# design 1

File: config.mk
export PLATFORM = sky130hd
export DESIGN_NAME = mmio_rr_arbiter_flat
export DESIGN_NICKNAME = d
export VERILOG_FILES = /design/src/rtl/mmio_rr_arbiter_if.sv /design/src/rtl/mmio_rr_arbiter.sv /design/src/flat_wrapper.sv
export SDC_FILE = /design/constraint.sdc
export NUM_CORES = 1
export LEC_CHECK = 0
export ABC_AREA = 1
export CORE_MARGIN = 2
export CORE_UTILIZATION = 42
export CTS_BUF_LIST = sky130_fd_sc_hd__clkbuf_4 sky130_fd_sc_hd__clkbuf_8
export DETAILED_ROUTE_END_ITERATION = 10
export PLACE_DENSITY = 0.88
export SLEW_MARGIN = 25
export SYNTH_ARGS = -nofsm -noshare
export SYNTH_HDL_FRONTEND = slang
export SYNTH_SLANG_ARGS = --single-unit
File: constraint.sdc
create_clock -name clk -period 5.7 [get_ports clk]
set_input_delay 1.14 -clock clk [delete_from_list [all_inputs] [get_ports clk]]
set_output_delay 1.14 -clock clk [all_outputs]
set_load 0.005 [all_outputs]
File: src/rtl/mmio_rr_arbiter_if.sv
// Requester-side and slave-side MMIO signals of the round-robin arbiter.
// The arbiter takes the master modport; the requesters and the peripheral use the slave modport.
interface mmio_rr_arbiter_if #(
  parameter int N_REQ  = 2,
  parameter int ADDR_W = 32,
  parameter int XLEN   = 32
);
  logic [N_REQ-1:0]        s_req;
  logic [N_REQ-1:0]        s_we;
  logic [N_REQ*ADDR_W-1:0] s_addr;
  logic [N_REQ*XLEN-1:0]   s_wdata;
  logic [XLEN-1:0]         s_rdata;
  logic [N_REQ-1:0]        s_ready;
  logic                    s_err;
  logic                    m_req;
  logic                    m_we;
  logic [ADDR_W-1:0]       m_addr;
  logic [XLEN-1:0]         m_wdata;
  logic [XLEN-1:0]         m_rdata;
  logic                    m_ready;

  modport master (
    input  s_req, s_we, s_addr, s_wdata, m_rdata, m_ready,
    output s_rdata, s_ready, s_err, m_req, m_we, m_addr, m_wdata
  );

  modport slave (
    output s_req, s_we, s_addr, s_wdata, m_rdata, m_ready,
    input  s_rdata, s_ready, s_err, m_req, m_we, m_addr, m_wdata
  );
endinterface

File: src/rtl/mmio_rr_arbiter.sv
// Round-robin arbiter sharing one MMIO slave port between N_REQ requesters,
// one outstanding transaction, watchdog completes hung transfers with s_err.
module mmio_rr_arbiter #(
  parameter int N_REQ   = 2,
  parameter int TIMEOUT = 255,
  parameter int ADDR_W  = 32,
  parameter int XLEN    = 32
) (
  input logic               clk,
  input logic               rst,
  mmio_rr_arbiter_if.master bus
);
  localparam int IDX_W = (N_REQ > 1) ? $clog2(N_REQ) : 1;
  localparam int WD_W  = (TIMEOUT > 1) ? $clog2(TIMEOUT) : 1;
  localparam logic [XLEN-1:0]  ERR_DATA = XLEN'(32'hDEAD_BEEF);
  localparam logic [WD_W-1:0]  WD_LAST  = WD_W'(TIMEOUT - 1);

  typedef enum logic {ST_IDLE, ST_BUSY} state_t;

  state_t             r_state;
  logic               r_m_req;
  logic               r_m_we;
  logic [ADDR_W-1:0]  r_m_addr;
  logic [XLEN-1:0]    r_m_wdata;
  logic [IDX_W-1:0]   r_last;
  logic [IDX_W-1:0]   r_grant;
  logic [WD_W-1:0]    r_wdog;

  logic               w_any;
  logic [IDX_W-1:0]   w_pick;
  logic               w_timeout;
  logic               w_done;
  logic [N_REQ-1:0]   w_s_ready;
  logic               w_s_err;
  logic [XLEN-1:0]    w_s_rdata;

  // Scan distances from farthest to nearest so the nearest requester after r_last wins.
  always_comb begin
    // NOTE: every always_comb output gets a default first so no path can infer a latch.
    w_any  = 1'b0;
    w_pick = r_last;
    for (int k = N_REQ; k >= 1; k--) begin
      logic [IDX_W-1:0] cand;
      cand = IDX_W'((int'(r_last) + k) % N_REQ);
      if (bus.s_req[cand]) begin
        w_any  = 1'b1;
        w_pick = cand;
      end
    end
  end

  assign w_timeout = (r_wdog == WD_LAST);
  assign w_done    = (r_state == ST_BUSY) && (bus.m_ready || w_timeout);

  // Completion is reported in the same cycle the slave answers; slave ready beats the watchdog.
  always_comb begin
    w_s_ready = '0;
    w_s_err   = 1'b0;
    w_s_rdata = '0;
    if (w_done) begin
      w_s_ready[r_grant] = 1'b1;
      if (bus.m_ready) begin
        w_s_rdata = bus.m_rdata;
      end else begin
        w_s_err   = 1'b1;
        w_s_rdata = ERR_DATA;
      end
    end
  end

  always_ff @(posedge clk or posedge rst) begin
    // NOTE: sequential state uses non-blocking assignments so every register samples pre-edge values.
    if (rst) begin
      r_state   <= ST_IDLE;
      r_m_req   <= 1'b0;
      r_m_we    <= 1'b0;
      r_m_addr  <= '0;
      r_m_wdata <= '0;
      r_last    <= IDX_W'(N_REQ - 1);
      r_grant   <= '0;
      r_wdog    <= '0;
    end else begin
      case (r_state)
        ST_IDLE: begin
          if (w_any) begin
            r_grant   <= w_pick;
            r_m_we    <= bus.s_we[w_pick];
            r_m_addr  <= bus.s_addr[int'(w_pick)*ADDR_W +: ADDR_W];
            r_m_wdata <= bus.s_wdata[int'(w_pick)*XLEN +: XLEN];
            r_m_req   <= 1'b1;
            r_wdog    <= '0;
            r_state   <= ST_BUSY;
          end
        end
        ST_BUSY: begin
          r_wdog <= r_wdog + 1'b1;
          if (w_done) begin
            r_m_req <= 1'b0;
            r_last  <= r_grant;
            r_state <= ST_IDLE;
          end
        end
        default: r_state <= ST_IDLE;
      endcase
    end
  end

  assign bus.m_req   = r_m_req;
  assign bus.m_we    = r_m_we;
  assign bus.m_addr  = r_m_addr;
  assign bus.m_wdata = r_m_wdata;
  assign bus.s_ready = w_s_ready;
  assign bus.s_err   = w_s_err;
  assign bus.s_rdata = w_s_rdata;
endmodule

File: src/flat_wrapper.sv
// flat-port wrapper written by rule: the top's interface ports become plain ports
module mmio_rr_arbiter_flat 
#(
  parameter int N_REQ   = 2,
  parameter int TIMEOUT = 255,
  parameter int ADDR_W  = 32,
  parameter int XLEN    = 32
)
  (clk, rst, bus_s_req, bus_s_we, bus_s_addr, bus_s_wdata, bus_m_rdata, bus_m_ready, bus_s_rdata, bus_s_ready, bus_s_err, bus_m_req, bus_m_we, bus_m_addr, bus_m_wdata);
  mmio_rr_arbiter_if #(.N_REQ(N_REQ), .ADDR_W(ADDR_W), .XLEN(XLEN)) bus_i ();
  input logic clk;
  input logic rst;
  input wire logic [$bits(bus_i.s_req)-1:0] bus_s_req;
  input wire logic [$bits(bus_i.s_we)-1:0] bus_s_we;
  input wire logic [$bits(bus_i.s_addr)-1:0] bus_s_addr;
  input wire logic [$bits(bus_i.s_wdata)-1:0] bus_s_wdata;
  input wire logic [$bits(bus_i.m_rdata)-1:0] bus_m_rdata;
  input wire logic [$bits(bus_i.m_ready)-1:0] bus_m_ready;
  output wire logic [$bits(bus_i.s_rdata)-1:0] bus_s_rdata;
  output wire logic [$bits(bus_i.s_ready)-1:0] bus_s_ready;
  output wire logic [$bits(bus_i.s_err)-1:0] bus_s_err;
  output wire logic [$bits(bus_i.m_req)-1:0] bus_m_req;
  output wire logic [$bits(bus_i.m_we)-1:0] bus_m_we;
  output wire logic [$bits(bus_i.m_addr)-1:0] bus_m_addr;
  output wire logic [$bits(bus_i.m_wdata)-1:0] bus_m_wdata;
  assign bus_i.s_req = bus_s_req;
  assign bus_i.s_we = bus_s_we;
  assign bus_i.s_addr = bus_s_addr;
  assign bus_i.s_wdata = bus_s_wdata;
  assign bus_i.m_rdata = bus_m_rdata;
  assign bus_i.m_ready = bus_m_ready;
  assign bus_s_rdata = bus_i.s_rdata;
  assign bus_s_ready = bus_i.s_ready;
  assign bus_s_err = bus_i.s_err;
  assign bus_m_req = bus_i.m_req;
  assign bus_m_we = bus_i.m_we;
  assign bus_m_addr = bus_i.m_addr;
  assign bus_m_wdata = bus_i.m_wdata;
  mmio_rr_arbiter #(.N_REQ(N_REQ), .TIMEOUT(TIMEOUT), .ADDR_W(ADDR_W), .XLEN(XLEN)) u_core (.clk(clk), .rst(rst), .bus(bus_i));
endmodule
==> design_1/clock_map.png <==
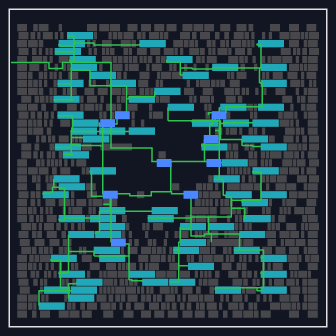
cells driving clock nets -> blue  # count 9
flip-flops -> cyan  # count 77
clock wires -> green  # length 975 µm
flops lie = spread over the die
routed clock nets = 10
clk pwr: 0.000455 W
Latency at later pin: 0.33 ns
clock share of power: 0.205
Setup Skew: 0.0125 ns

==> design_1/drive_strength.png <==
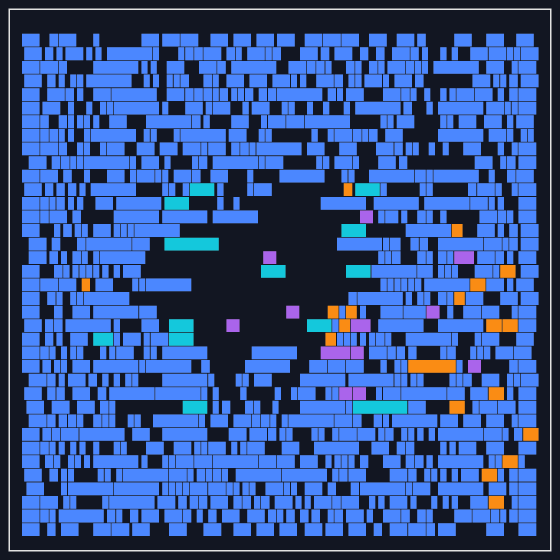
drive 6 and up -> cyan  # cells 13, share 1.5%, most used clkbuf_8
drive 1 or less -> blue  # cells 852, share 95%, most used nand2_1
drive 3 to 4 -> purple  # cells 12, share 1.3%, most used buf_4
drive 2 -> orange  # cells 19, share 2.1%, most used a21oi_2
area delta synth->final: 61.9%
PnR worst setup slack: 1.68 ns
Repair and plain buffers: 275

==> out/qor.csv <==
stage,metric,value,unit
logic_synthesis,synth_top_area_share,0.418,
logic_synthesis,ys_cells,658,
sta,slew_violations,0,
placement,placedCellCount,1017,
setup_path,worst-path-buf-inv,3,
cts,clock-root-buffer,clkbuf_8,
global_routing,grt_pass1_vias,4823,
sta,worst_pin_slew,0.727,ns
setup_path,crit_chain,clkdlybuf4s50_1 > inv_1 > nor2_1 > a21oi_2 > clkdlybuf4s50_1,
cts,htreeDepth,3,
routing,drt_iter0_drc,223,
logic_synthesis,ys.flop_type,dfrtp_1,
power_and_ir_drop,p_seq,0.000800,W
floorplanning,core.rowCount,37,
power_and_ir_drop,peakVddDrop,0.172,mV
setup_path,r2r_end,u_core.bus.m_wdata[18],
placement,post-dp-hpwl,10.5,mm
power_and_ir_drop,internal_power,0.00148,W
cts,clock-sinks,77,
setup_path,cp.required,4.56,ns
job,warnings,27,
routing,wirelength,14.5,mm
status,status,completed,
layout,final_cell_mix,"284 x nand2_1, 267 x clkdlybuf4s50_1, 139 x nand3_1",
layout,final_cells,1032,
placement,pre_cts_slack,1.70,ns
global_routing,groute.usage.overall,0.247,
setup_path,end_kind,primary output,
sta,finalCriticalPeriod,4.02,ns
min_path,whs_endpoint,u_core.bus.m_addr[14],
cts,post_cts.repair.setup_buffers,0,
cts,cts.clk_slew.worst_paths,0.07,ns
floorplanning,coreArea,10400,µm²
power_and_ir_drop,power,0.00221,W
cts,cts_buffer_depth,2,
-- area by class of cell --
| type | instances | share of cell area |
|---|---|---|
| clock buffers | 11 | 0.0197 |
| clock inverters | 4 | 0.00986 |
| inverters | 22 | 0.0114 |
| multi-input cells | 507 | 0.302 |
| flip-flops and latches | 77 | 0.262 |
| well taps | 136 | 0.0231 |
| repair buffers | 275 | 0.372 |
-- kinds of logic (layout without fill, tap and decap cells) --
family                   after synthesis  after routing  share of synthesized area
AND-OR/OR-AND                         30             30                     0.0427
XOR/XNOR                               1              1                    0.00193
adder cells (fa/ha/maj)                2              2                    0.00550
buffers and inverters                 74            312                     0.0906
flip-flops                            77             77                      0.424
AND/OR/NAND/NOR                      474            474                      0.435
-- sequential cells by signal (all words and copies together), names as in the netlist --
signal,count
u_core.bus.m_addr,32
u_core.bus.m_wdata,32
u_core.r_state,1
u_core.bus.m_req,1
u_core.r_last,1
u_core.r_grant,1
u_core.bus.m_we,1
u_core.r_wdog,8
-- worst reg2reg max path, cell delays in order, from the launching register on --
cell and delay (ns):
dfstp_2 0.59, inv_1 0.09, nand2_2 0.34, buf_4 0.48, nand3_1 0.19, nand2_1 0.10, nand2_1 0.05, nand2_1 0.09

# design 2

==> design_2/gate_families.png <==
Scale bar: 20 µm.
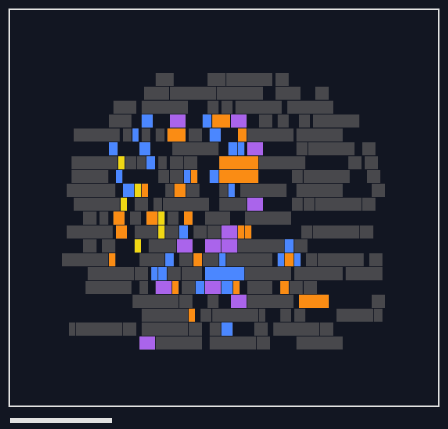
File: src/rtl/vga_timing_pkg.sv
// Default 640x480@60 raster geometry, derived line/frame totals and datapath widths.
// Shared by the timing generator, its axis counters and the output interface.
package vga_timing_pkg;

  localparam int unsigned H_ACTIVE_DEF = 640;
  localparam int unsigned H_FP_DEF     = 16;
  localparam int unsigned H_SYNC_DEF   = 96;
  localparam int unsigned H_BP_DEF     = 48;

  localparam int unsigned V_ACTIVE_DEF = 480;
  localparam int unsigned V_FP_DEF     = 10;
  localparam int unsigned V_SYNC_DEF   = 2;
  localparam int unsigned V_BP_DEF     = 33;

  localparam int unsigned CNT_W   = 10;
  localparam int unsigned COORD_W = 9;

  function automatic int unsigned axis_total(input int unsigned act, input int unsigned fp,
                                             input int unsigned sync, input int unsigned bp);
    return act + fp + sync + bp;
  endfunction

  localparam int unsigned H_TOTAL = axis_total(H_ACTIVE_DEF, H_FP_DEF, H_SYNC_DEF, H_BP_DEF);
  localparam int unsigned V_TOTAL = axis_total(V_ACTIVE_DEF, V_FP_DEF, V_SYNC_DEF, V_BP_DEF);

endpackage

File: src/rtl/vga_timing_gen_if.sv
// Raster timing bundle from the generator to pixel sources and the connector pins.
// Strobe signals exist only when VGA_FRAME_STROBE_EN is defined.
interface vga_timing_gen_if
  import vga_timing_pkg::*;
  ();

  logic [COORD_W-1:0] pos_x;
  logic [COORD_W-1:0] pos_y;
  logic               active;
  logic               o_hsync;
  logic               o_vsync;
`ifdef VGA_FRAME_STROBE_EN
  logic               o_line_start;
  logic               o_frame_start;
`endif

  modport master (
    output pos_x, pos_y, active, o_hsync, o_vsync
`ifdef VGA_FRAME_STROBE_EN
    , output o_line_start, o_frame_start
`endif
  );

  modport slave (
    input pos_x, pos_y, active, o_hsync, o_vsync
`ifdef VGA_FRAME_STROBE_EN
    , input o_line_start, o_frame_start
`endif
  );

endinterface

File: src/rtl/vga_axis_counter.sv
// One raster axis: wrapping position counter with sync-window and active-window decode.
// Latency: count registered, decode flags combinational from the current count.
// Backpressure: none; advances on every enabled clock.
module vga_axis_counter
  import vga_timing_pkg::*;
#(
  parameter int unsigned ACTIVE = H_ACTIVE_DEF,
  parameter int unsigned FP     = H_FP_DEF,
  parameter int unsigned SYNC   = H_SYNC_DEF,
  parameter int unsigned BP     = H_BP_DEF
) (
  input  logic             i_clk,
  input  logic             i_rst_n,
  input  logic             i_en,
  output logic [CNT_W-1:0] o_cnt,
  output logic             o_wrap,
  output logic             o_sync_win,
  output logic             o_active_win
);

  localparam int unsigned      TOTAL     = axis_total(ACTIVE, FP, SYNC, BP);
  localparam logic [CNT_W-1:0] L_LAST    = CNT_W'(TOTAL - 1);
  localparam logic [CNT_W-1:0] L_ACT     = CNT_W'(ACTIVE);
  localparam logic [CNT_W-1:0] L_SYNC_LO = CNT_W'(ACTIVE + FP);
  localparam logic [CNT_W-1:0] L_SYNC_HI = CNT_W'(ACTIVE + FP + SYNC - 1);

  logic [CNT_W-1:0] r_cnt;

  always_ff @(posedge i_clk or negedge i_rst_n) begin
    if (!i_rst_n) begin
      r_cnt <= '0;
    end else if (i_en) begin
      r_cnt <= o_wrap ? '0 : r_cnt + 1'b1;
    end
  end

  assign o_cnt        = r_cnt;
  assign o_wrap       = (r_cnt == L_LAST);
  assign o_sync_win   = (r_cnt >= L_SYNC_LO) && (r_cnt <= L_SYNC_HI);
  assign o_active_win = (r_cnt < L_ACT);

endmodule

File: src/rtl/vga_timing_gen.sv
// VGA raster timing generator with pixel-doubled coordinates; VGA_FRAME_STROBE_EN adds line/frame strobes.
// Latency: every output registered, one clock behind the counter state it decodes.
// Backpressure: none; free-running on every clock outside reset.
module vga_timing_gen
  import vga_timing_pkg::*;
#(
  parameter int unsigned H_ACTIVE = H_ACTIVE_DEF,
  parameter int unsigned H_FP     = H_FP_DEF,
  parameter int unsigned H_SYNC   = H_SYNC_DEF,
  parameter int unsigned H_BP     = H_BP_DEF,
  parameter int unsigned V_ACTIVE = V_ACTIVE_DEF,
  parameter int unsigned V_FP     = V_FP_DEF,
  parameter int unsigned V_SYNC   = V_SYNC_DEF,
  parameter int unsigned V_BP     = V_BP_DEF,
  parameter bit          SYNC_POL = 1'b0
) (
  input  logic             clk25MHz,
  input  logic             rst_n,
  vga_timing_gen_if.master vga
);

  logic [CNT_W-1:0] w_h_cnt;
  logic [CNT_W-1:0] w_v_cnt;
  logic             w_h_wrap;
  logic             w_v_wrap;
  logic             w_h_sync;
  logic             w_v_sync;
  logic             w_h_act;
  logic             w_v_act;
  logic             w_active;
  logic             w_unused;

  vga_axis_counter #(
    .ACTIVE(H_ACTIVE), .FP(H_FP), .SYNC(H_SYNC), .BP(H_BP)
  ) u_h_axis (
    .i_clk       (clk25MHz),
    .i_rst_n     (rst_n),
    .i_en        (1'b1),
    .o_cnt       (w_h_cnt),
    .o_wrap      (w_h_wrap),
    .o_sync_win  (w_h_sync),
    .o_active_win(w_h_act)
  );

  // Vertical axis steps once per line, on the horizontal wrap.
  vga_axis_counter #(
    .ACTIVE(V_ACTIVE), .FP(V_FP), .SYNC(V_SYNC), .BP(V_BP)
  ) u_v_axis (
    .i_clk       (clk25MHz),
    .i_rst_n     (rst_n),
    .i_en        (w_h_wrap),
    .o_cnt       (w_v_cnt),
    .o_wrap      (w_v_wrap),
    .o_sync_win  (w_v_sync),
    .o_active_win(w_v_act)
  );

  assign w_active = w_h_act && w_v_act;
  assign w_unused = w_v_wrap;

  logic [COORD_W-1:0] r_pos_x;
  logic [COORD_W-1:0] r_pos_y;
  logic               r_active;
  logic               r_hsync;
  logic               r_vsync;

  // Coordinates are zeroed in blanking so consumers never see stale positions.
  always_ff @(posedge clk25MHz or negedge rst_n) begin
    if (!rst_n) begin
      r_pos_x  <= '0;
      r_pos_y  <= '0;
      r_active <= 1'b0;
      r_hsync  <= ~SYNC_POL;
      r_vsync  <= ~SYNC_POL;
    end else begin
      r_pos_x  <= w_active ? COORD_W'(w_h_cnt >> 1) : '0;
      r_pos_y  <= w_active ? COORD_W'(w_v_cnt >> 1) : '0;
      r_active <= w_active;
      r_hsync  <= w_h_sync ? SYNC_POL : ~SYNC_POL;
      r_vsync  <= w_v_sync ? SYNC_POL : ~SYNC_POL;
    end
  end

  assign vga.pos_x   = r_pos_x;
  assign vga.pos_y   = r_pos_y;
  assign vga.active  = r_active;
  assign vga.o_hsync = r_hsync;
  assign vga.o_vsync = r_vsync;

`ifdef VGA_FRAME_STROBE_EN
  logic r_line_start;
  logic r_frame_start;

  always_ff @(posedge clk25MHz or negedge rst_n) begin
    if (!rst_n) begin
      r_line_start  <= 1'b0;
      r_frame_start <= 1'b0;
    end else begin
      r_line_start  <= (w_h_cnt == '0) && w_v_act;
      r_frame_start <= (w_h_cnt == '0) && (w_v_cnt == '0);
    end
  end

  assign vga.o_line_start  = r_line_start;
  assign vga.o_frame_start = r_frame_start;
`endif

endmodule

File: src/flat_wrapper.sv
// flat-port wrapper written by rule: the top's interface ports become plain ports
module vga_timing_gen_flat import vga_timing_pkg::*;
#(
  parameter int unsigned H_ACTIVE = H_ACTIVE_DEF,
  parameter int unsigned H_FP     = H_FP_DEF,
  parameter int unsigned H_SYNC   = H_SYNC_DEF,
  parameter int unsigned H_BP     = H_BP_DEF,
  parameter int unsigned V_ACTIVE = V_ACTIVE_DEF,
  parameter int unsigned V_FP     = V_FP_DEF,
  parameter int unsigned V_SYNC   = V_SYNC_DEF,
  parameter int unsigned V_BP     = V_BP_DEF,
  parameter bit          SYNC_POL = 1'b0
)
  (clk25MHz, rst_n, vga_pos_x, vga_pos_y, vga_active, vga_o_hsync, vga_o_vsync);
  vga_timing_gen_if vga_i ();
  input  logic clk25MHz;
  input  logic rst_n;
  output wire logic [$bits(vga_i.pos_x)-1:0] vga_pos_x;
  output wire logic [$bits(vga_i.pos_y)-1:0] vga_pos_y;
  output wire logic [$bits(vga_i.active)-1:0] vga_active;
  output wire logic [$bits(vga_i.o_hsync)-1:0] vga_o_hsync;
  output wire logic [$bits(vga_i.o_vsync)-1:0] vga_o_vsync;
  assign vga_pos_x = vga_i.pos_x;
  assign vga_pos_y = vga_i.pos_y;
  assign vga_active = vga_i.active;
  assign vga_o_hsync = vga_i.o_hsync;
  assign vga_o_vsync = vga_i.o_vsync;
  vga_timing_gen #(.H_ACTIVE(H_ACTIVE), .H_FP(H_FP), .H_SYNC(H_SYNC), .H_BP(H_BP), .V_ACTIVE(V_ACTIVE), .V_FP(V_FP), .V_SYNC(V_SYNC), .V_BP(V_BP), .SYNC_POL(SYNC_POL)) u_core (.clk25MHz(clk25MHz), .rst_n(rst_n), .vga(vga_i));
endmodule
File: config.mk
export PLATFORM = sky130hd
export DESIGN_NAME = vga_timing_gen_flat
export DESIGN_NICKNAME = d
export VERILOG_FILES = /design/src/rtl/vga_timing_pkg.sv /design/src/rtl/vga_timing_gen_if.sv /design/src/rtl/vga_axis_counter.sv /design/src/rtl/vga_timing_gen.sv /design/src/flat_wrapper.sv
export SDC_FILE = /design/constraint.sdc
export NUM_CORES = 1
export LEC_CHECK = 0
export ABC_CLOCK_PERIOD_IN_PS = 1700
export CAP_MARGIN = 25
export CORE_ASPECT_RATIO = 0.9
export CORE_MARGIN = 10
export CORE_UTILIZATION = 48
export DETAILED_ROUTE_END_ITERATION = 8
export PLACE_DENSITY_LB_ADDON = 0.3
export SKIP_CTS_REPAIR_TIMING = 1
export SYNTH_ARGS = -nofsm -noshare
export SYNTH_HDL_FRONTEND = slang
export SYNTH_SLANG_ARGS = --single-unit
export TNS_END_PERCENT = 10
File: constraint.sdc
create_clock -name clk25MHz -period 1.7 [get_ports clk25MHz]
set_input_delay 0.34 -clock clk25MHz [delete_from_list [all_inputs] [get_ports clk25MHz]]
set_output_delay 0.34 -clock clk25MHz [all_outputs]
set_load 0.05 [all_outputs]
==> out/qor.csv <==
stage,metric,value,unit
status,status,completed,
logic_synthesis,yosys-mux-area-fraction,0,
cts,clock-sinks,41,
setup_path,end_kind,register,
setup_path,criticalPathCategory,reg2reg,
logic_synthesis,yosysUniqueCellTypes,36,
power_and_ir_drop,p_seq_frac,0.606,
layout,layout_top_cell,dfrtp_1,
layout,n_antenna_cell,0,
floorplanning,io_pins,23,
logic_synthesis,aoi_share,0.0340,
global_routing,grt_max_degree,42,
global_routing,grt_overflow_total,0,
cts,cts_buffers,5,
power_and_ir_drop,p_switching,0.000343,W
layout,design_area,2230,µm²
placement,post-dp-hpwl,2.35,mm
setup_path,r2r_cells,5,
routing,wirelength_met1,1.41,mm
routing,routedWlPerCell,14.5,µm
cts,cts_tree,done,
routing,drt_iter0_drc,59,
cts,clk_latency,0.29,ns
power_and_ir_drop,leakagePower,1.10,nW
setup_path,reg2reg_from,u_core.u_h_axis.o_cnt[1],
setup_path,cp_slowest_cell,or4b_1,
logic_synthesis,ys.flop_type,dfrtp_1,
About design_2/gate_families.png:
NAND gates -> blue  # cells 26, where center
inverters -> yellow  # cells 6
XOR/XNOR gates -> purple  # cells 12
NOR gates -> orange  # cells 22

## layout make-up
| cell class | count | area [µm²] | area share |
|---|---|---|---|
| clock buffer | 6 | 72.6 | 0.0325 |
| sequential | 41 | 1030 | 0.461 |
| tap | 44 | 55.1 | 0.0246 |
| timing repair buffer | 41 | 368 | 0.165 |
| inverter | 6 | 22.5 | 0.0101 |
| clock inverter | 2 | 10.0 | 0.00448 |
| multi-input combinational | 98 | 677 | 0.303 |
## state kept, by name, indices dropped and copies added (netlist names)
name and count:
u_core.vga.o_vsync 1, u_core.u_h_axis.o_cnt 10, u_core.vga.active 1, u_core.vga.o_hsync 1, u_core.u_v_axis.o_cnt 10, u_core.vga.pos_x 9, u_core.vga.pos_y 9
## metrics by stage
stage	total power [W]	worst slack, ns	utilization	TNS, ns
after floorplan	0.00100	0.126	-	0
after global placement	0.00103	0.127	0.606	0
after detailed placement	0.00103	0.0362	0.606	0
after CTS	0.00163	0.0229	0.630	0
after global routing	0.00168	-0.0505	0.647	-0.0505
final	0.00161	0.0364	0.647	0
## critical path, delay by kind of cell (launching register included)
family / cells / cell delay, ns
AND/OR/NAND/NOR: 4 / 1.02
flip-flops: 1 / 0.39
adder cells (fa/ha/maj): 1 / 0.19

# design 3

File: config.mk
export PLATFORM = sky130hd
export DESIGN_NAME = button_press_classifier
export DESIGN_NICKNAME = d
export VERILOG_FILES = /design/src/rtl/button_press_classifier.sv
export SDC_FILE = /design/constraint.sdc
export NUM_CORES = 1
export LEC_CHECK = 0
export CORE_UTILIZATION = 48
export CTS_CLUSTER_DIAMETER = 50
export DETAILED_ROUTE_END_ITERATION = 16
export PLACE_DENSITY = 0.66
export SYNTH_ARGS = -nofsm -noshare
export SYNTH_HDL_FRONTEND = slang
export SYNTH_SLANG_ARGS = --single-unit
File: constraint.sdc
create_clock -name clk -period 3.2 [get_ports clk]
set_input_delay 0.64 -clock clk [delete_from_list [all_inputs] [get_ports clk]]
set_output_delay 0.64 -clock clk [all_outputs]
set_load 0.05 [all_outputs]
File: src/rtl/button_press_classifier.sv
// -----------------------------------------------------------------------------
// button_press_classifier
//
// Classifies debounced push-button activity into short, long and double
// presses. Consumes the one-cycle press/release pulses of the upstream
// edge-detect stage and produces one-cycle event pulses plus a hold level.
//
// Parameters:
//   LONG_CYCLES  hold duration (clk cycles) that qualifies a long press
//   GAP_CYCLES   max release-to-press gap (clk cycles) for a double press
//   CNT_W        counter width, must hold max(LONG_CYCLES, GAP_CYCLES) - 1
//
// Ports:
//   clk            system clock, rising edge
//   rst            asynchronous, active-low reset
//   press_pulse    one-cycle press event (posEdge_detect)
//   release_pulse  one-cycle release event (falEdge_detect)
//   short_press    one-cycle pulse: single press+release, no second press in time
//   long_press     one-cycle pulse: press held for LONG_CYCLES
//   double_press   one-cycle pulse: second press released within the gap window
//   held           level: high from long_press until the release
//   state_dbg      current FSM state encoding (debug observation only)
//
// Event pulses are plain one-cycle strobes with no back-pressure: the
// consumer must capture them in the cycle they are high.
// -----------------------------------------------------------------------------
module button_press_classifier #(
  parameter int LONG_CYCLES = 50_000_000,
  parameter int GAP_CYCLES  = 25_000_000,
  parameter int CNT_W       = 26
) (
  input  logic       clk,
  input  logic       rst,
  input  logic       press_pulse,
  input  logic       release_pulse,
  output logic       short_press,
  output logic       long_press,
  output logic       double_press,
  output logic       held,
  output logic [2:0] state_dbg
);

  typedef enum logic [2:0] {
    S_IDLE      = 3'd0,
    S_PRESSED1  = 3'd1,
    S_WAIT_GAP  = 3'd2,
    S_PRESSED2  = 3'd3,
    S_LONG_HELD = 3'd4
  } state_t;

  localparam logic [CNT_W-1:0] LONG_LAST = CNT_W'(LONG_CYCLES - 1);
  localparam logic [CNT_W-1:0] GAP_LAST  = CNT_W'(GAP_CYCLES - 1);
  localparam logic [CNT_W-1:0] CNT_MAX   = '1;

  state_t           state, state_n;
  logic [CNT_W-1:0] cnt, cnt_n, cnt_inc;
  logic             short_n, long_n, double_n, held_n;
  logic             pr, rl;

  // A press and a release on the same edge cancel each other out; the
  // counter keeps running as if nothing had been sampled.
  assign pr = press_pulse & ~release_pulse;
  assign rl = release_pulse & ~press_pulse;

  // Saturating increment: the counter never wraps back to zero.
  assign cnt_inc = (cnt == CNT_MAX) ? cnt : cnt + CNT_W'(1);

  always_comb begin
    state_n  = state;
    cnt_n    = cnt;
    short_n  = 1'b0;
    long_n   = 1'b0;
    double_n = 1'b0;

    case (state)
      S_IDLE: begin
        cnt_n = '0;
        if (pr) state_n = S_PRESSED1;
      end

      // Release is tested before the threshold so that a release landing on
      // the threshold edge still counts as a short/double gesture.
      S_PRESSED1: begin
        if (rl) begin
          state_n = S_WAIT_GAP;
          cnt_n   = '0;
        end else if (cnt == LONG_LAST) begin
          state_n = S_LONG_HELD;
          cnt_n   = '0;
          long_n  = 1'b1;
        end else begin
          cnt_n = cnt_inc;
        end
      end

      // Press wins over gap expiry on the same edge.
      S_WAIT_GAP: begin
        if (pr) begin
          state_n = S_PRESSED2;
          cnt_n   = '0;
        end else if (cnt == GAP_LAST) begin
          state_n = S_IDLE;
          cnt_n   = '0;
          short_n = 1'b1;
        end else begin
          cnt_n = cnt_inc;
        end
      end

      // A second press held past the threshold becomes a long press; the
      // first press is dropped and no double_press is reported.
      S_PRESSED2: begin
        if (rl) begin
          state_n  = S_IDLE;
          cnt_n    = '0;
          double_n = 1'b1;
        end else if (cnt == LONG_LAST) begin
          state_n = S_LONG_HELD;
          cnt_n   = '0;
          long_n  = 1'b1;
        end else begin
          cnt_n = cnt_inc;
        end
      end

      S_LONG_HELD: begin
        cnt_n = '0;
        if (rl) state_n = S_IDLE;
      end

      default: begin
        state_n = S_IDLE;
        cnt_n   = '0;
      end
    endcase

    held_n = (state_n == S_LONG_HELD);
  end

  always_ff @(posedge clk or negedge rst) begin
    if (!rst) begin
      state        <= S_IDLE;
      cnt          <= '0;
      short_press  <= 1'b0;
      long_press   <= 1'b0;
      double_press <= 1'b0;
      held         <= 1'b0;
    end else begin
      state        <= state_n;
      cnt          <= cnt_n;
      short_press  <= short_n;
      long_press   <= long_n;
      double_press <= double_n;
      held         <= held_n;
    end
  end

  assign state_dbg = state;

endmodule

==> design_3/clock_map.png <==
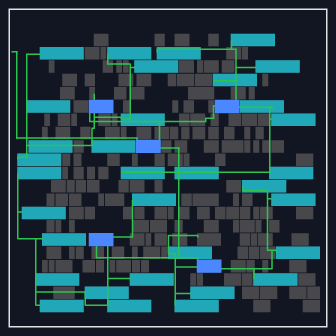
clock wires -> green  # length 466 µm
cells driving clock nets -> blue  # count 5
flip-flops -> cyan  # count 33
flops lie = spread over the die

==> out/qor.csv <==
stage,metric,value,unit
cts,htreeDepth,2,
job,max_cap_violations,0,
floorplanning,core.rowCount,22,
global_routing,grt_pass1_wl,7.18,mm
logic_synthesis,top_cells_by_count,"33 x dfrtp_1, 27 x nor2_1, 14 x xnor2_1",
status,status,completed,
routing,wl_met2,1.85,mm
cts,post_cts.repair.setup_buffers,0,
layout,comb.multi_input.count,150,
setup_path,worst-r2r-setup-slack,0.65,ns
sta,holdWs,0.552,ns
layout,n_fill_cell,343,
layout,ff_latch_area,826,µm²
layout,fin_util,0.568,
setup_path,start_kind,register,
logic_synthesis,ys.flops,33,
cts,cts.repair.resized,0,
floorplanning,io_pins,11,
sta,finalHoldViolCount,0,
sta,clock-skew-final,0.00392,ns
job,warnings,26,
cts,clk_latency,0.29,ns
sta,max_slew_margin,0.263,
layout,buffer_area_frac,0.0617,
global_routing,grt_pass1_vias,1527,
placement,placedCellCount,249,
logic_synthesis,simple_gate_area_frac,0.310,
global_routing,antenna_found_initial,0,
layout,final_cells,256,
layout,drive_above_1_share,0.120,
==> worst paths after layout <==
path	from	end	cells after the start
min in group asynchronous	rst	short_press	2
setup / recovery	cnt[16]	cnt[24]	5
hold reg to reg	cnt[25]	cnt[25]	1
setup reg to reg	cnt[16]	cnt[24]	5
hold / removal	cnt[25]	cnt[25]	1
max in group asynchronous	rst	cnt[10]	2
==> where the power goes <==
| group | internal (W) | switching (W) | leakage, nW | total, W |
|---|---|---|---|---|
| Combinational | 0.0000425 | 0.0000753 | 0.290 | 0.000118 |
| Sequential | 0.000433 | 0.0000197 | 0.455 | 0.000453 |
| Clock | 0.000170 | 0.000146 | 0.0443 | 0.000317 |
==> through the flow <==
stage | power (W) | area [µm²] | setup slack (ns)
3_5_place_dp | 0.000580 | 2020 | 0.456
5_1_grt | 0.000934 | 2110 | 0.394
3_3_place_gp | 0.000575 | 2020 | 0.527
2_1_floorplan | 0.000539 | 1880 | 1.21
4_1_cts | 0.000904 | 2110 | 0.616
6_report | 0.000887 | 2110 | 0.653
==> flip-flops by register name, indices dropped and copies added (netlist names) <==
name	count
state_dbg	3
held	1
double_press	1
short_press	1
long_press	1
cnt	26

# design 4

==> design_4/final_congestion.png <==
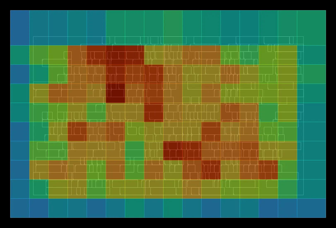
==> src/rtl/vga_sync_decoder.sv <==
// rtl/vga_sync_decoder.sv - VGA sync/pixel decoder; define ERR_COUNT_EN to add err_count
module vga_sync_decoder #(
    parameter int H_TOTAL     = 800,
    parameter int H_SYNC      = 96,
    parameter int H_START     = 144,
    parameter int H_ACTIVE    = 640,
    parameter int V_TOTAL     = 525,
    parameter int V_SYNC      = 2,
    parameter int V_START     = 35,
    parameter int V_ACTIVE    = 480,
    parameter int LOSS_THRESH = 4
) (
    input  logic        clk_25MHz,
    input  logic        reset_n,
    input  logic        Hsync,
    input  logic        Vsync,
    input  logic        Red,
    input  logic        Green,
    input  logic        Blue,
    output logic        pix_valid,
    output logic [9:0]  pix_x,
    output logic [8:0]  pix_y,
    output logic [2:0]  pix_rgb,
    output logic        frame_start,
    output logic        locked,
`ifdef ERR_COUNT_EN
    output logic [15:0] err_count,
`endif
    output logic        timing_err
);

    typedef enum logic [1:0] {
        ST_SEARCH  = 2'd0,
        ST_ACQUIRE = 2'd1,
        ST_LOCKED  = 2'd2
    } state_t;

    localparam logic [9:0] POS_MAX  = 10'h3FF;
    localparam logic [9:0] H_LAST   = 10'(H_TOTAL - 1);
    localparam logic [9:0] H_SYNC_W = 10'(H_SYNC);
    localparam logic [9:0] H_BEG    = 10'(H_START);
    localparam logic [9:0] H_END    = 10'(H_START + H_ACTIVE);
    localparam logic [9:0] V_LAST   = 10'(V_TOTAL - 1);
    localparam logic [9:0] V_SYNC_W = 10'(V_SYNC);
    localparam logic [9:0] V_BEG    = 10'(V_START);
    localparam logic [9:0] V_END    = 10'(V_START + V_ACTIVE);
    localparam logic [7:0] LOSS_N   = 8'(LOSS_THRESH);

    logic       s1_hs_q, s1_hs_d, s1_vs_q, s1_vs_d;
    logic [2:0] s1_rgb_q, s1_rgb_d;
    logic       hs_prev_q, hs_prev_d, vs_prev_q, vs_prev_d;
    logic [9:0] h_pos_q, h_pos_d, v_pos_q, v_pos_d;
    state_t     state_q, state_d;
    logic [7:0] err_run_q, err_run_d;
    logic       line_err_q, line_err_d;
    logic       pix_valid_q, pix_valid_d;
    logic [9:0] pix_x_q, pix_x_d;
    logic [8:0] pix_y_q, pix_y_d;
    logic [2:0] pix_rgb_q, pix_rgb_d;
    logic       frame_start_q, frame_start_d;
    logic       timing_err_q, timing_err_d;

    logic hs_rise, hs_fall, vs_rise, vs_fall, lost_h, chk_err, in_win;

    // Stage 1 capture plus the previous sync samples for edge detection
    always_comb begin
        s1_hs_d   = Hsync;
        s1_vs_d   = Vsync;
        s1_rgb_d  = {Blue, Green, Red};
        hs_prev_d = s1_hs_q;
        vs_prev_d = s1_vs_q;
    end

    assign hs_rise = s1_hs_q & ~hs_prev_q;
    assign hs_fall = ~s1_hs_q & hs_prev_q;
    assign vs_rise = s1_vs_q & ~vs_prev_q;
    assign vs_fall = ~s1_vs_q & vs_prev_q;

    // Position of the current stage-1 sample; h_pos_q/v_pos_q hold the previous one
    always_comb begin
        h_pos_d = h_pos_q;
        v_pos_d = v_pos_q;
        if (hs_rise) begin
            h_pos_d = 10'd0;
        end else if (h_pos_q != POS_MAX) begin
            h_pos_d = h_pos_q + 10'd1;
        end
        if (vs_rise) begin
            v_pos_d = 10'd0;
        end else if (hs_rise && (v_pos_q != POS_MAX)) begin
            v_pos_d = v_pos_q + 10'd1;
        end
    end

    assign lost_h  = (h_pos_d == POS_MAX) && (h_pos_q != POS_MAX);
    assign chk_err = (hs_rise && (h_pos_q != H_LAST))
                   || (hs_fall && (h_pos_d != H_SYNC_W))
                   || (vs_rise && (v_pos_q != V_LAST))
                   || (vs_fall && (!hs_rise || (v_pos_d != V_SYNC_W)))
                   || lost_h;

    // Lock FSM: acquisition, per-line error run tracking, pulse generation
    always_comb begin
        state_d       = state_q;
        err_run_d     = err_run_q;
        line_err_d    = line_err_q;
        frame_start_d = 1'b0;
        timing_err_d  = chk_err && (state_q != ST_SEARCH);
        case (state_q)
            ST_SEARCH: begin
                err_run_d  = 8'd0;
                line_err_d = 1'b0;
                if (vs_rise) state_d = ST_ACQUIRE;
            end
            ST_ACQUIRE: begin
                err_run_d  = 8'd0;
                line_err_d = 1'b0;
                if (chk_err) begin
                    state_d = ST_SEARCH;
                end else if (vs_rise) begin
                    state_d       = ST_LOCKED;
                    frame_start_d = 1'b1;
                end
            end
            ST_LOCKED: begin
                if (vs_rise && !chk_err) frame_start_d = 1'b1;
                if (lost_h) begin
                    state_d    = ST_SEARCH;
                    err_run_d  = 8'd0;
                    line_err_d = 1'b0;
                end else if (hs_rise) begin
                    // the rise closes the line, so an error on the rise itself counts for it
                    line_err_d = 1'b0;
                    if (line_err_q || chk_err) begin
                        err_run_d = err_run_q + 8'd1;
                        if ((err_run_q + 8'd1) >= LOSS_N) begin
                            state_d   = ST_SEARCH;
                            err_run_d = 8'd0;
                        end
                    end else begin
                        err_run_d = 8'd0;
                    end
                end else if (chk_err) begin
                    line_err_d = 1'b1;
                end
            end
            default: state_d = ST_SEARCH;
        endcase
    end

    // Stage 2 pixel output, zeroed outside the locked active window
    always_comb begin
        in_win      = (state_q == ST_LOCKED)
                    && (h_pos_d >= H_BEG) && (h_pos_d < H_END)
                    && (v_pos_d >= V_BEG) && (v_pos_d < V_END);
        pix_valid_d = in_win;
        pix_x_d     = in_win ? (h_pos_d - H_BEG) : 10'd0;
        pix_y_d     = in_win ? 9'(v_pos_d - V_BEG) : 9'd0;
        pix_rgb_d   = in_win ? s1_rgb_q : 3'd0;
    end

    // All decoder state, cleared asynchronously
    always_ff @(posedge clk_25MHz or negedge reset_n) begin
        if (!reset_n) begin
            s1_hs_q       <= 1'b0;
            s1_vs_q       <= 1'b0;
            s1_rgb_q      <= 3'd0;
            hs_prev_q     <= 1'b0;
            vs_prev_q     <= 1'b0;
            h_pos_q       <= 10'd0;
            v_pos_q       <= 10'd0;
            state_q       <= ST_SEARCH;
            err_run_q     <= 8'd0;
            line_err_q    <= 1'b0;
            pix_valid_q   <= 1'b0;
            pix_x_q       <= 10'd0;
            pix_y_q       <= 9'd0;
            pix_rgb_q     <= 3'd0;
            frame_start_q <= 1'b0;
            timing_err_q  <= 1'b0;
        end else begin
            s1_hs_q       <= s1_hs_d;
            s1_vs_q       <= s1_vs_d;
            s1_rgb_q      <= s1_rgb_d;
            hs_prev_q     <= hs_prev_d;
            vs_prev_q     <= vs_prev_d;
            h_pos_q       <= h_pos_d;
            v_pos_q       <= v_pos_d;
            state_q       <= state_d;
            err_run_q     <= err_run_d;
            line_err_q    <= line_err_d;
            pix_valid_q   <= pix_valid_d;
            pix_x_q       <= pix_x_d;
            pix_y_q       <= pix_y_d;
            pix_rgb_q     <= pix_rgb_d;
            frame_start_q <= frame_start_d;
            timing_err_q  <= timing_err_d;
        end
    end

`ifdef ERR_COUNT_EN
    logic [15:0] err_count_q, err_count_d;

    // Saturating count of timing_err pulses, cleared only by reset
    always_comb begin
        err_count_d = err_count_q;
        if (timing_err_d && (err_count_q != 16'hFFFF)) err_count_d = err_count_q + 16'd1;
    end

    // Error counter register
    always_ff @(posedge clk_25MHz or negedge reset_n) begin
        if (!reset_n) err_count_q <= 16'd0;
        else          err_count_q <= err_count_d;
    end

    assign err_count = err_count_q;
`endif

    assign pix_valid   = pix_valid_q;
    assign pix_x       = pix_x_q;
    assign pix_y       = pix_y_q;
    assign pix_rgb     = pix_rgb_q;
    assign frame_start = frame_start_q;
    assign locked      = (state_q == ST_LOCKED);
    assign timing_err  = timing_err_q;

endmodule
==> config.mk <==
export PLATFORM = sky130hd
export DESIGN_NAME = vga_sync_decoder
export DESIGN_NICKNAME = d
export VERILOG_FILES = /design/src/rtl/vga_sync_decoder.sv
export SDC_FILE = /design/constraint.sdc
export NUM_CORES = 1
export LEC_CHECK = 0
export CORE_ASPECT_RATIO = 0.6
export CORE_MARGIN = 8
export CORE_UTILIZATION = 57
export CTS_CLUSTER_SIZE = 14
export DETAILED_ROUTE_END_ITERATION = 7
export DONT_BUFFER_PORTS = 1
export GPL_TIMING_DRIVEN = 1
export HOLD_SLACK_MARGIN = 0.05
export PLACE_DENSITY_LB_ADDON = 0.05
export SLEW_MARGIN = 20
export SYNTH_ARGS = -nofsm -noshare
export SYNTH_HDL_FRONTEND = slang
export SYNTH_SLANG_ARGS = --single-unit
export TNS_END_PERCENT = 20
==> constraint.sdc <==
create_clock -name clk_25MHz -period 3.25 [get_ports clk_25MHz]
set_clock_uncertainty 0.2 [all_clocks]
set_input_delay 0.65 -clock clk_25MHz [delete_from_list [all_inputs] [get_ports clk_25MHz]]
set_output_delay 0.65 -clock clk_25MHz [all_outputs]
set_load 0.02 [all_outputs]
==> out/qor.csv <==
stage,metric,value,unit
power_and_ir_drop,top_power_group,registers,
cts,cts_buffer_depth,2,
setup_path,crit_chain,ha_1 > nand4_1 > buf_4 > a21oi_1 > or3_1 > inv_1 > ha_1 > nor2b_1 > nand4_1 > nor3_4 > nor2b_1 > a21o_2 > mux2_2,
sta,holdWs,0.137,ns
power_and_ir_drop,p_clk_frac,0.335,
power_and_ir_drop,p_seq,0.000894,W
cts,clock-sinks,63,
logic_synthesis,yosysSeqAreaShare,0.481,
power_and_ir_drop,p_seq_frac,0.456,
routing,num_vias,2724,
global_routing,grt_pass1_wl,13.3,mm
logic_synthesis,xor_share,0.0374,
setup_path,end_kind,register,
routing,first_pass_iters,5,
logic_synthesis,ys.flop_type,dfrtp_1,
cts,htreeDepth,3,
layout,drive_above_1_share,0.210,
cts,clk_latency,0.34,ns
logic_synthesis,logic_family,simple AND/OR/NAND/NOR gates,
floorplanning,die_w,114,µm
logic_synthesis,yosysUniqueCellTypes,53,
routing,via_per_inst,5.86,
layout,syn2layout_area_growth,20.1,%
power_and_ir_drop,leakagePower,1.95,nW
cts,cts.clk_slew.worst_paths,0.07,ns
floorplanning,fp_util,0.588,
global_routing,grt_overflow_total,0,
cts,cts_buffers,9,
layout,area.combinational,1580,µm²
global_routing,antenna_found_initial,0,
global_routing,grt_pass1_vias,2520,
setup_path,cp.arrival,3.18,ns
routing,routedWlPerCell,17.5,µm
logic_synthesis,yosysMostFrequentCell,dfrtp_1,
logic_synthesis,yosys_area,3280,µm²
placement,gp_congestion,0.981,
routing,wirelength,8.16,mm
setup_path,criticalPathCategory,reg2reg,
status,status,completed,
floorplanning,io_pins,33,
setup_path,cp.required,3.27,ns
floorplanning,core.rowCount,21,
routing,drc_errors,0,
placement,port_buffers,0,
setup_path,start_kind,register,
sta,rsz0062_at_grt,yes,
placement,post-dp-hpwl,6.01,mm
floorplanning,die_area,8510,µm²
power_and_ir_drop,peakVddDrop,0.381,mV
job,max_cap_violations,0,
floorplanning,coreArea,5570,µm²
sta,slew_violations,0,
placement,placedCellCount,444,
logic_synthesis,syn-cell-area,3280,µm²
placement,pre_cts_slack,-0.00103,ns
cts,cts_tree,done,
min_path,hold_class,in2reg,
layout,final_cells,465,
power_and_ir_drop,netSwitchingFraction,0.306,
logic_synthesis,yosys-top-cells-area,"dfrtp_1 48%, ha_1 5.7%, nor2_1 4.2%",
## Picture notes: design_4/final_congestion.png
All-Layer GR Usage: 0.204
Finished Core Util: 0.706
layer with the highest usage: met1

## what timing repair did
action / 4_1_cts / 5_1_grt
setup buffers: 0 / 3
resized: 1 / 9
endpoints found under the setup margin: 1 / 33
hold buffers: 2 / 0
hold endpoints to repair: 63 / 0
pin swaps: 0 / 8
## worst paths after layout
path / startpoint / endpoint / slack (ns) / depth (start not counted)
min reg2reg: s1_vs_q / vs_prev_q / 0.24 / 0
max reg2reg: h_pos_q[0] / err_run_q[0] / 0.09 / 13
max: h_pos_q[0] / err_run_q[0] / 0.09 / 13
max in group asynchronous: reset_n / h_pos_q[2] / 1.92 / 2
min in group asynchronous: reset_n / h_pos_q[4] / 0.65 / 2
min: Red / s1_rgb_q[0] / 0.14 / 0
## routing by layer
metal  global-route usage  vias up  share of wire
met4               0.0630        0          0.012
met3               0.0705       12           0.12
li1                     -     1282              -
met1                0.310     1283           0.50
met5                    0        -              0
met2                0.255      147           0.37
## layout make-up
| cell class | count | share of cell area |
|---|---|---|
| sequential | 63 | 0.401 |
| clock inverter | 6 | 0.0156 |
| clock buffer | 10 | 0.0324 |
| timing repair buffer | 50 | 0.101 |
| multi-input combinational | 233 | 0.402 |
| inverter | 23 | 0.0219 |
| tap | 80 | 0.0254 |

# design 5

===== config.mk =====
export PLATFORM = sky130hd
export DESIGN_NAME = dds_reg_readback
export DESIGN_NICKNAME = d
export VERILOG_FILES = /design/src/rtl/dds_reg_readback.sv
export SDC_FILE = /design/constraint.sdc
export NUM_CORES = 1
export LEC_CHECK = 0
export ABC_AREA = 1
export CORE_ASPECT_RATIO = 1.1
export CORE_MARGIN = 2
export CORE_UTILIZATION = 40
export CTS_CLUSTER_DIAMETER = 30
export CTS_CLUSTER_SIZE = 25
export DETAILED_ROUTE_END_ITERATION = 7
export HOLD_SLACK_MARGIN = 0.02
export PLACE_DENSITY = 0.65
export SYNTH_ARGS = -nofsm -noshare
export SYNTH_HDL_FRONTEND = slang
export SYNTH_SLANG_ARGS = --single-unit

===== constraint.sdc =====
create_clock -name clk_in -period 2 [get_ports clk_in]
set_clock_uncertainty 0.2 [all_clocks]
set_input_delay 0.3 -clock clk_in [delete_from_list [all_inputs] [get_ports clk_in]]
set_output_delay 0.3 -clock clk_in [all_outputs]
set_load 0.02 [all_outputs]

===== src/rtl/dds_reg_readback.sv =====
// rtl/dds_reg_readback.sv - snapshot 16 4-bit DDS config registers and stream them as a framed byte sequence (optional checksum: DDS_READBACK_CHECKSUM_EN)
module dds_reg_readback #(
    parameter logic [7:0] HEADER_BYTE = 8'hA5,
    parameter int         GAP_CYCLES  = 0,
    parameter int         GAP_W       = 16
) (
    input  logic        clk_in,
    input  logic        rstn_in,
    input  logic        req_in,
    input  logic [63:0] regs_in,
    input  logic        tx_ready_in,
    output logic [7:0]  tx_data_out,
    output logic        tx_valid_out,
    output logic        busy_out,
    output logic        done_out
);

`ifdef DDS_READBACK_CHECKSUM_EN
    typedef enum logic [2:0] {S_IDLE, S_HDR, S_DATA, S_CHK, S_GAP} state_t;
`else
    typedef enum logic [2:0] {S_IDLE, S_HDR, S_DATA, S_GAP} state_t;
`endif

    localparam bit              GAP_EN   = (GAP_CYCLES > 0);
    localparam logic [GAP_W-1:0] GAP_LOAD = GAP_W'((GAP_CYCLES > 0) ? GAP_CYCLES - 1 : 0);

    state_t             state;
    state_t             resume;
    logic [63:0]        snap;
    logic [3:0]         idx;
    logic [GAP_W-1:0]   gap_cnt;
`ifdef DDS_READBACK_CHECKSUM_EN
    logic [7:0]         chk;
`endif

    logic       xfer;
    logic [3:0] next_idx;
    logic [3:0] cur_nib;
    logic [3:0] next_nib;

    assign xfer     = tx_valid_out & tx_ready_in;
    assign next_idx = idx + 4'd1;
    assign cur_nib  = snap[{idx, 2'b00} +: 4];
    assign next_nib = snap[{next_idx, 2'b00} +: 4];

    // Frame sequencer: all outputs registered; the next byte is loaded on the transfer edge
    // (or at the end of the gap) so tx_data_out only changes after an accepted byte.
    always_ff @(posedge clk_in or negedge rstn_in) begin
        if (!rstn_in) begin
            state        <= S_IDLE;
            resume       <= S_IDLE;
            snap         <= '0;
            idx          <= '0;
            gap_cnt      <= '0;
`ifdef DDS_READBACK_CHECKSUM_EN
            chk          <= '0;
`endif
            tx_data_out  <= 8'h00;
            tx_valid_out <= 1'b0;
            busy_out     <= 1'b0;
            done_out     <= 1'b0;
        end else begin
            done_out <= 1'b0;
            case (state)
                S_IDLE: begin
                    if (req_in) begin
                        snap         <= regs_in;
                        idx          <= '0;
                        gap_cnt      <= '0;
`ifdef DDS_READBACK_CHECKSUM_EN
                        chk          <= '0;
`endif
                        busy_out     <= 1'b1;
                        tx_valid_out <= 1'b1;
                        tx_data_out  <= HEADER_BYTE;
                        state        <= S_HDR;
                    end
                end
                S_HDR: begin
                    if (xfer) begin
`ifdef DDS_READBACK_CHECKSUM_EN
                        chk <= chk ^ tx_data_out;
`endif
                        if (GAP_EN) begin
                            tx_valid_out <= 1'b0;
                            gap_cnt      <= GAP_LOAD;
                            resume       <= S_DATA;
                            state        <= S_GAP;
                        end else begin
                            tx_data_out <= {4'h0, snap[3:0]};
                            state       <= S_DATA;
                        end
                    end
                end
                S_DATA: begin
                    if (xfer) begin
`ifdef DDS_READBACK_CHECKSUM_EN
                        chk <= chk ^ tx_data_out;
`endif
                        if (idx == 4'd15) begin
`ifdef DDS_READBACK_CHECKSUM_EN
                            if (GAP_EN) begin
                                tx_valid_out <= 1'b0;
                                gap_cnt      <= GAP_LOAD;
                                resume       <= S_CHK;
                                state        <= S_GAP;
                            end else begin
                                tx_data_out <= chk ^ tx_data_out;
                                state       <= S_CHK;
                            end
`else
                            tx_valid_out <= 1'b0;
                            busy_out     <= 1'b0;
                            done_out     <= 1'b1;
                            state        <= S_IDLE;
`endif
                        end else begin
                            idx <= next_idx;
                            if (GAP_EN) begin
                                tx_valid_out <= 1'b0;
                                gap_cnt      <= GAP_LOAD;
                                resume       <= S_DATA;
                                state        <= S_GAP;
                            end else begin
                                tx_data_out <= {next_idx, next_nib};
                            end
                        end
                    end
                end
`ifdef DDS_READBACK_CHECKSUM_EN
                S_CHK: begin
                    if (xfer) begin
                        tx_valid_out <= 1'b0;
                        busy_out     <= 1'b0;
                        done_out     <= 1'b1;
                        state        <= S_IDLE;
                    end
                end
`endif
                S_GAP: begin
                    if (gap_cnt == '0) begin
                        tx_valid_out <= 1'b1;
                        state        <= resume;
`ifdef DDS_READBACK_CHECKSUM_EN
                        tx_data_out  <= (resume == S_CHK) ? chk : {idx, cur_nib};
`else
                        tx_data_out  <= {idx, cur_nib};
`endif
                    end else begin
                        gap_cnt <= gap_cnt - 1'b1;
                    end
                end
                default: state <= S_IDLE;
            endcase
        end
    end

endmodule

==> design_5/clock_map.png <==
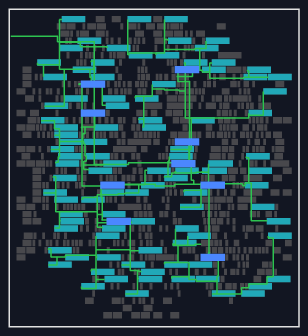
flip-flops -> cyan  # count 97
clock wires -> green  # length 1,210 µm
cells driving clock nets -> blue  # count 9
flops lie = spread over the die
routed clock nets = 10

==> design_5/final_congestion.png <==
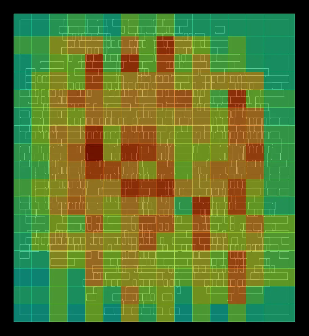
met2 Usage GRT: 0.335
All-Layer GR Usage: 0.207
Finished Core Util: 0.551
layer with the highest usage: met2

==> out/qor.csv <==
stage,metric,value,unit
status,status,completed,
cts,cts_buffers,9,
sta,fin_crit_sh,0.953,
logic_synthesis,yosysUniqueCellTypes,28,
routing,num_vias,4557,
logic_synthesis,synthArstFlopShare,1.00,
logic_synthesis,syn-cell-area,4810,µm²
routing,first_pass_iters,5,
layout,n_clock_buffer,15,
sta,worst_slack,0.0943,ns
sta,finalHoldViolCount,0,
power_and_ir_drop,p_switching,0.00433,W
power_and_ir_drop,p_comb,0.00535,W
global_routing,grt_overflow_total,0,
layout,nets,828,
layout,final_cell_mix,"305 x nand2_1, 95 x dfrtp_1, 77 x clkdlybuf4s50_1",
logic_synthesis,edf_count,0,
layout,flop-count,97,
logic_synthesis,yosys-top-cells-area,"dfrtp_1 50%, nand2_1 24%, nand3_1 7.6%",
layout,seq_share,0.371,
cts,cts.repair.resized,0,
logic_synthesis,synth_top_area_share,0.504,
global_routing,grt_pass1_wl,21.2,mm
power_and_ir_drop,power,0.0104,W
global_routing,use_met1,0.289,
sta,max_freq,525,MHz
logic_synthesis,yosys_area,4810,µm²
power_and_ir_drop,p_seq,0.00338,W
sta,finalCriticalPeriod,1.91,ns
floorplanning,io_pins,79,
cts,clock-sinks,97,
sta,slew_violations,0,
power_and_ir_drop,combinationalPowerShare,0.513,
global_routing,antenna_found_initial,0,
logic_synthesis,aoi_share,0.0520,
floorplanning,core.rowCount,42,
global_routing,grt_max_degree,54,
sta,setup_viol,0,
routing,routedWlPerCell,14.2,µm
logic_synthesis,yosysSeqAreaShare,0.504,
floorplanning,coreArea,11900,µm²
layout,final_cells,916,
floorplanning,die_w,109,µm
logic_synthesis,syn_avg_cell_area,7.42,µm²
setup_path,worst-r2r-setup-slack,0.09,ns
logic_synthesis,yosysMostFrequentCell,nand2_1,
logic_synthesis,ys_sh_adder,0.00780,
global_routing,use_met3,0.0356,
layout,layout_top_cell,nand2_1,
logic_synthesis,ys.flop_type,dfrtp_1,
cts,cts.clk_slew.worst_paths,0.07,ns
power_and_ir_drop,p_clk,0.00171,W
logic_synthesis,xor_share,0.0146,
layout,n_fill_cell,1152,
routing,ant_nets,0,
logic_synthesis,ys_cells,649,
layout,comb_area_frac,0.342,
sta,worst_pin_slew,0.424,ns
logic_synthesis,ys.flops,97,
power_and_ir_drop,power.density,1590,nW/µm²
floorplanning,fp_util,0.405,
floorplanning,tapCellCount,154,
routing,via_per_inst,4.97,
logic_synthesis,synth_warnings,3,
sta,holdWs,0.240,ns
routing,drt_iter0_drc,337,
placement,port_buffers,78,
cts,clock-root-buffer,clkbuf_16,
floorplanning,die_area,12900,µm²
placement,pre_cts_slack,0.0298,ns
==> design_5/met3.png <==
Cells faint in the background.
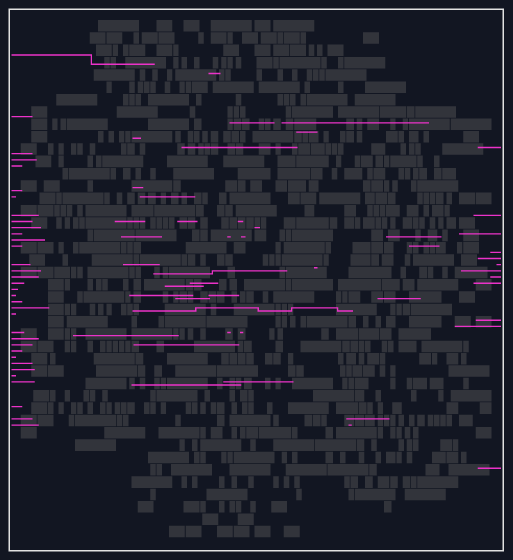
share of all routed wire = 4.5%
nets with wire on the layer = 70
wire length on this layer = 581 µm
longest straight run = 32.2 µm

-- layer usage --
metal / up-vias / part of all wire / routed length [µm]
met3: 13 / 0.045 / 581
met5: - / 0 / 0
met4: 0 / 0.014 / 181
li1: 2282 / - / -
met2: 112 / 0.48 / 6310
met1: 2150 / 0.46 / 5980
-- worst max path at each step --
stage | to | slack, ns
6_report | tx_data_out[0] | 0.09
2_1_floorplan | tx_data_out[1] | 0.11
5_1_grt | tx_data_out[5] | -0.03
3_5_place_dp | gap_cnt[1] | 0.03
4_1_cts | gap_cnt[1] | 0.06
3_3_place_gp | tx_data_out[2] | 0.07
-- critical path: stages, from the launching register on --
cell and delay (ns):
dfrtp_1 0.41, buf_4 0.17, inv_1 0.10, nand3_1 0.10, nand2_2 0.13, clkbuf_16 0.19
nand2_1 0.06, nand3_1 0.07, nand3_1 0.11, nand3_1 0.09, nand3_1 0.07, a21oi_1 0.12
-- registers in the layout (all words and copies together) (netlist names) --
signal	cells
idx	4
tx_data_out	8
tx_valid_out	1
done_out	1
busy_out	1
gap_cnt	16
snap	64
state	2


==> layout pictures side by side <==
Routing congestion.
Plate I
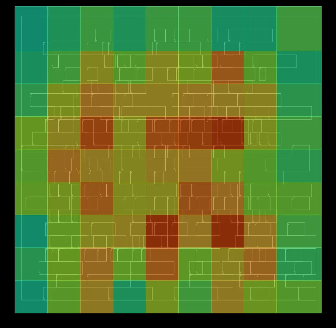
Plate II
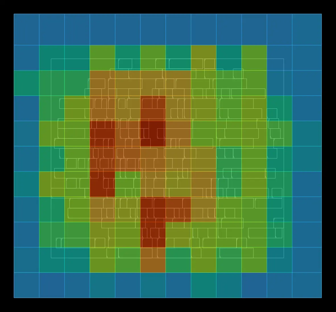
Plate III
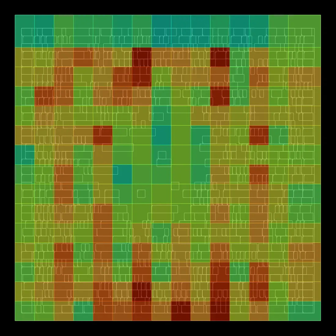
design 2: Plate II
design 1: Plate III
design 3: Plate I

No activity file was given, so power comes from the tool's default toggle rates.
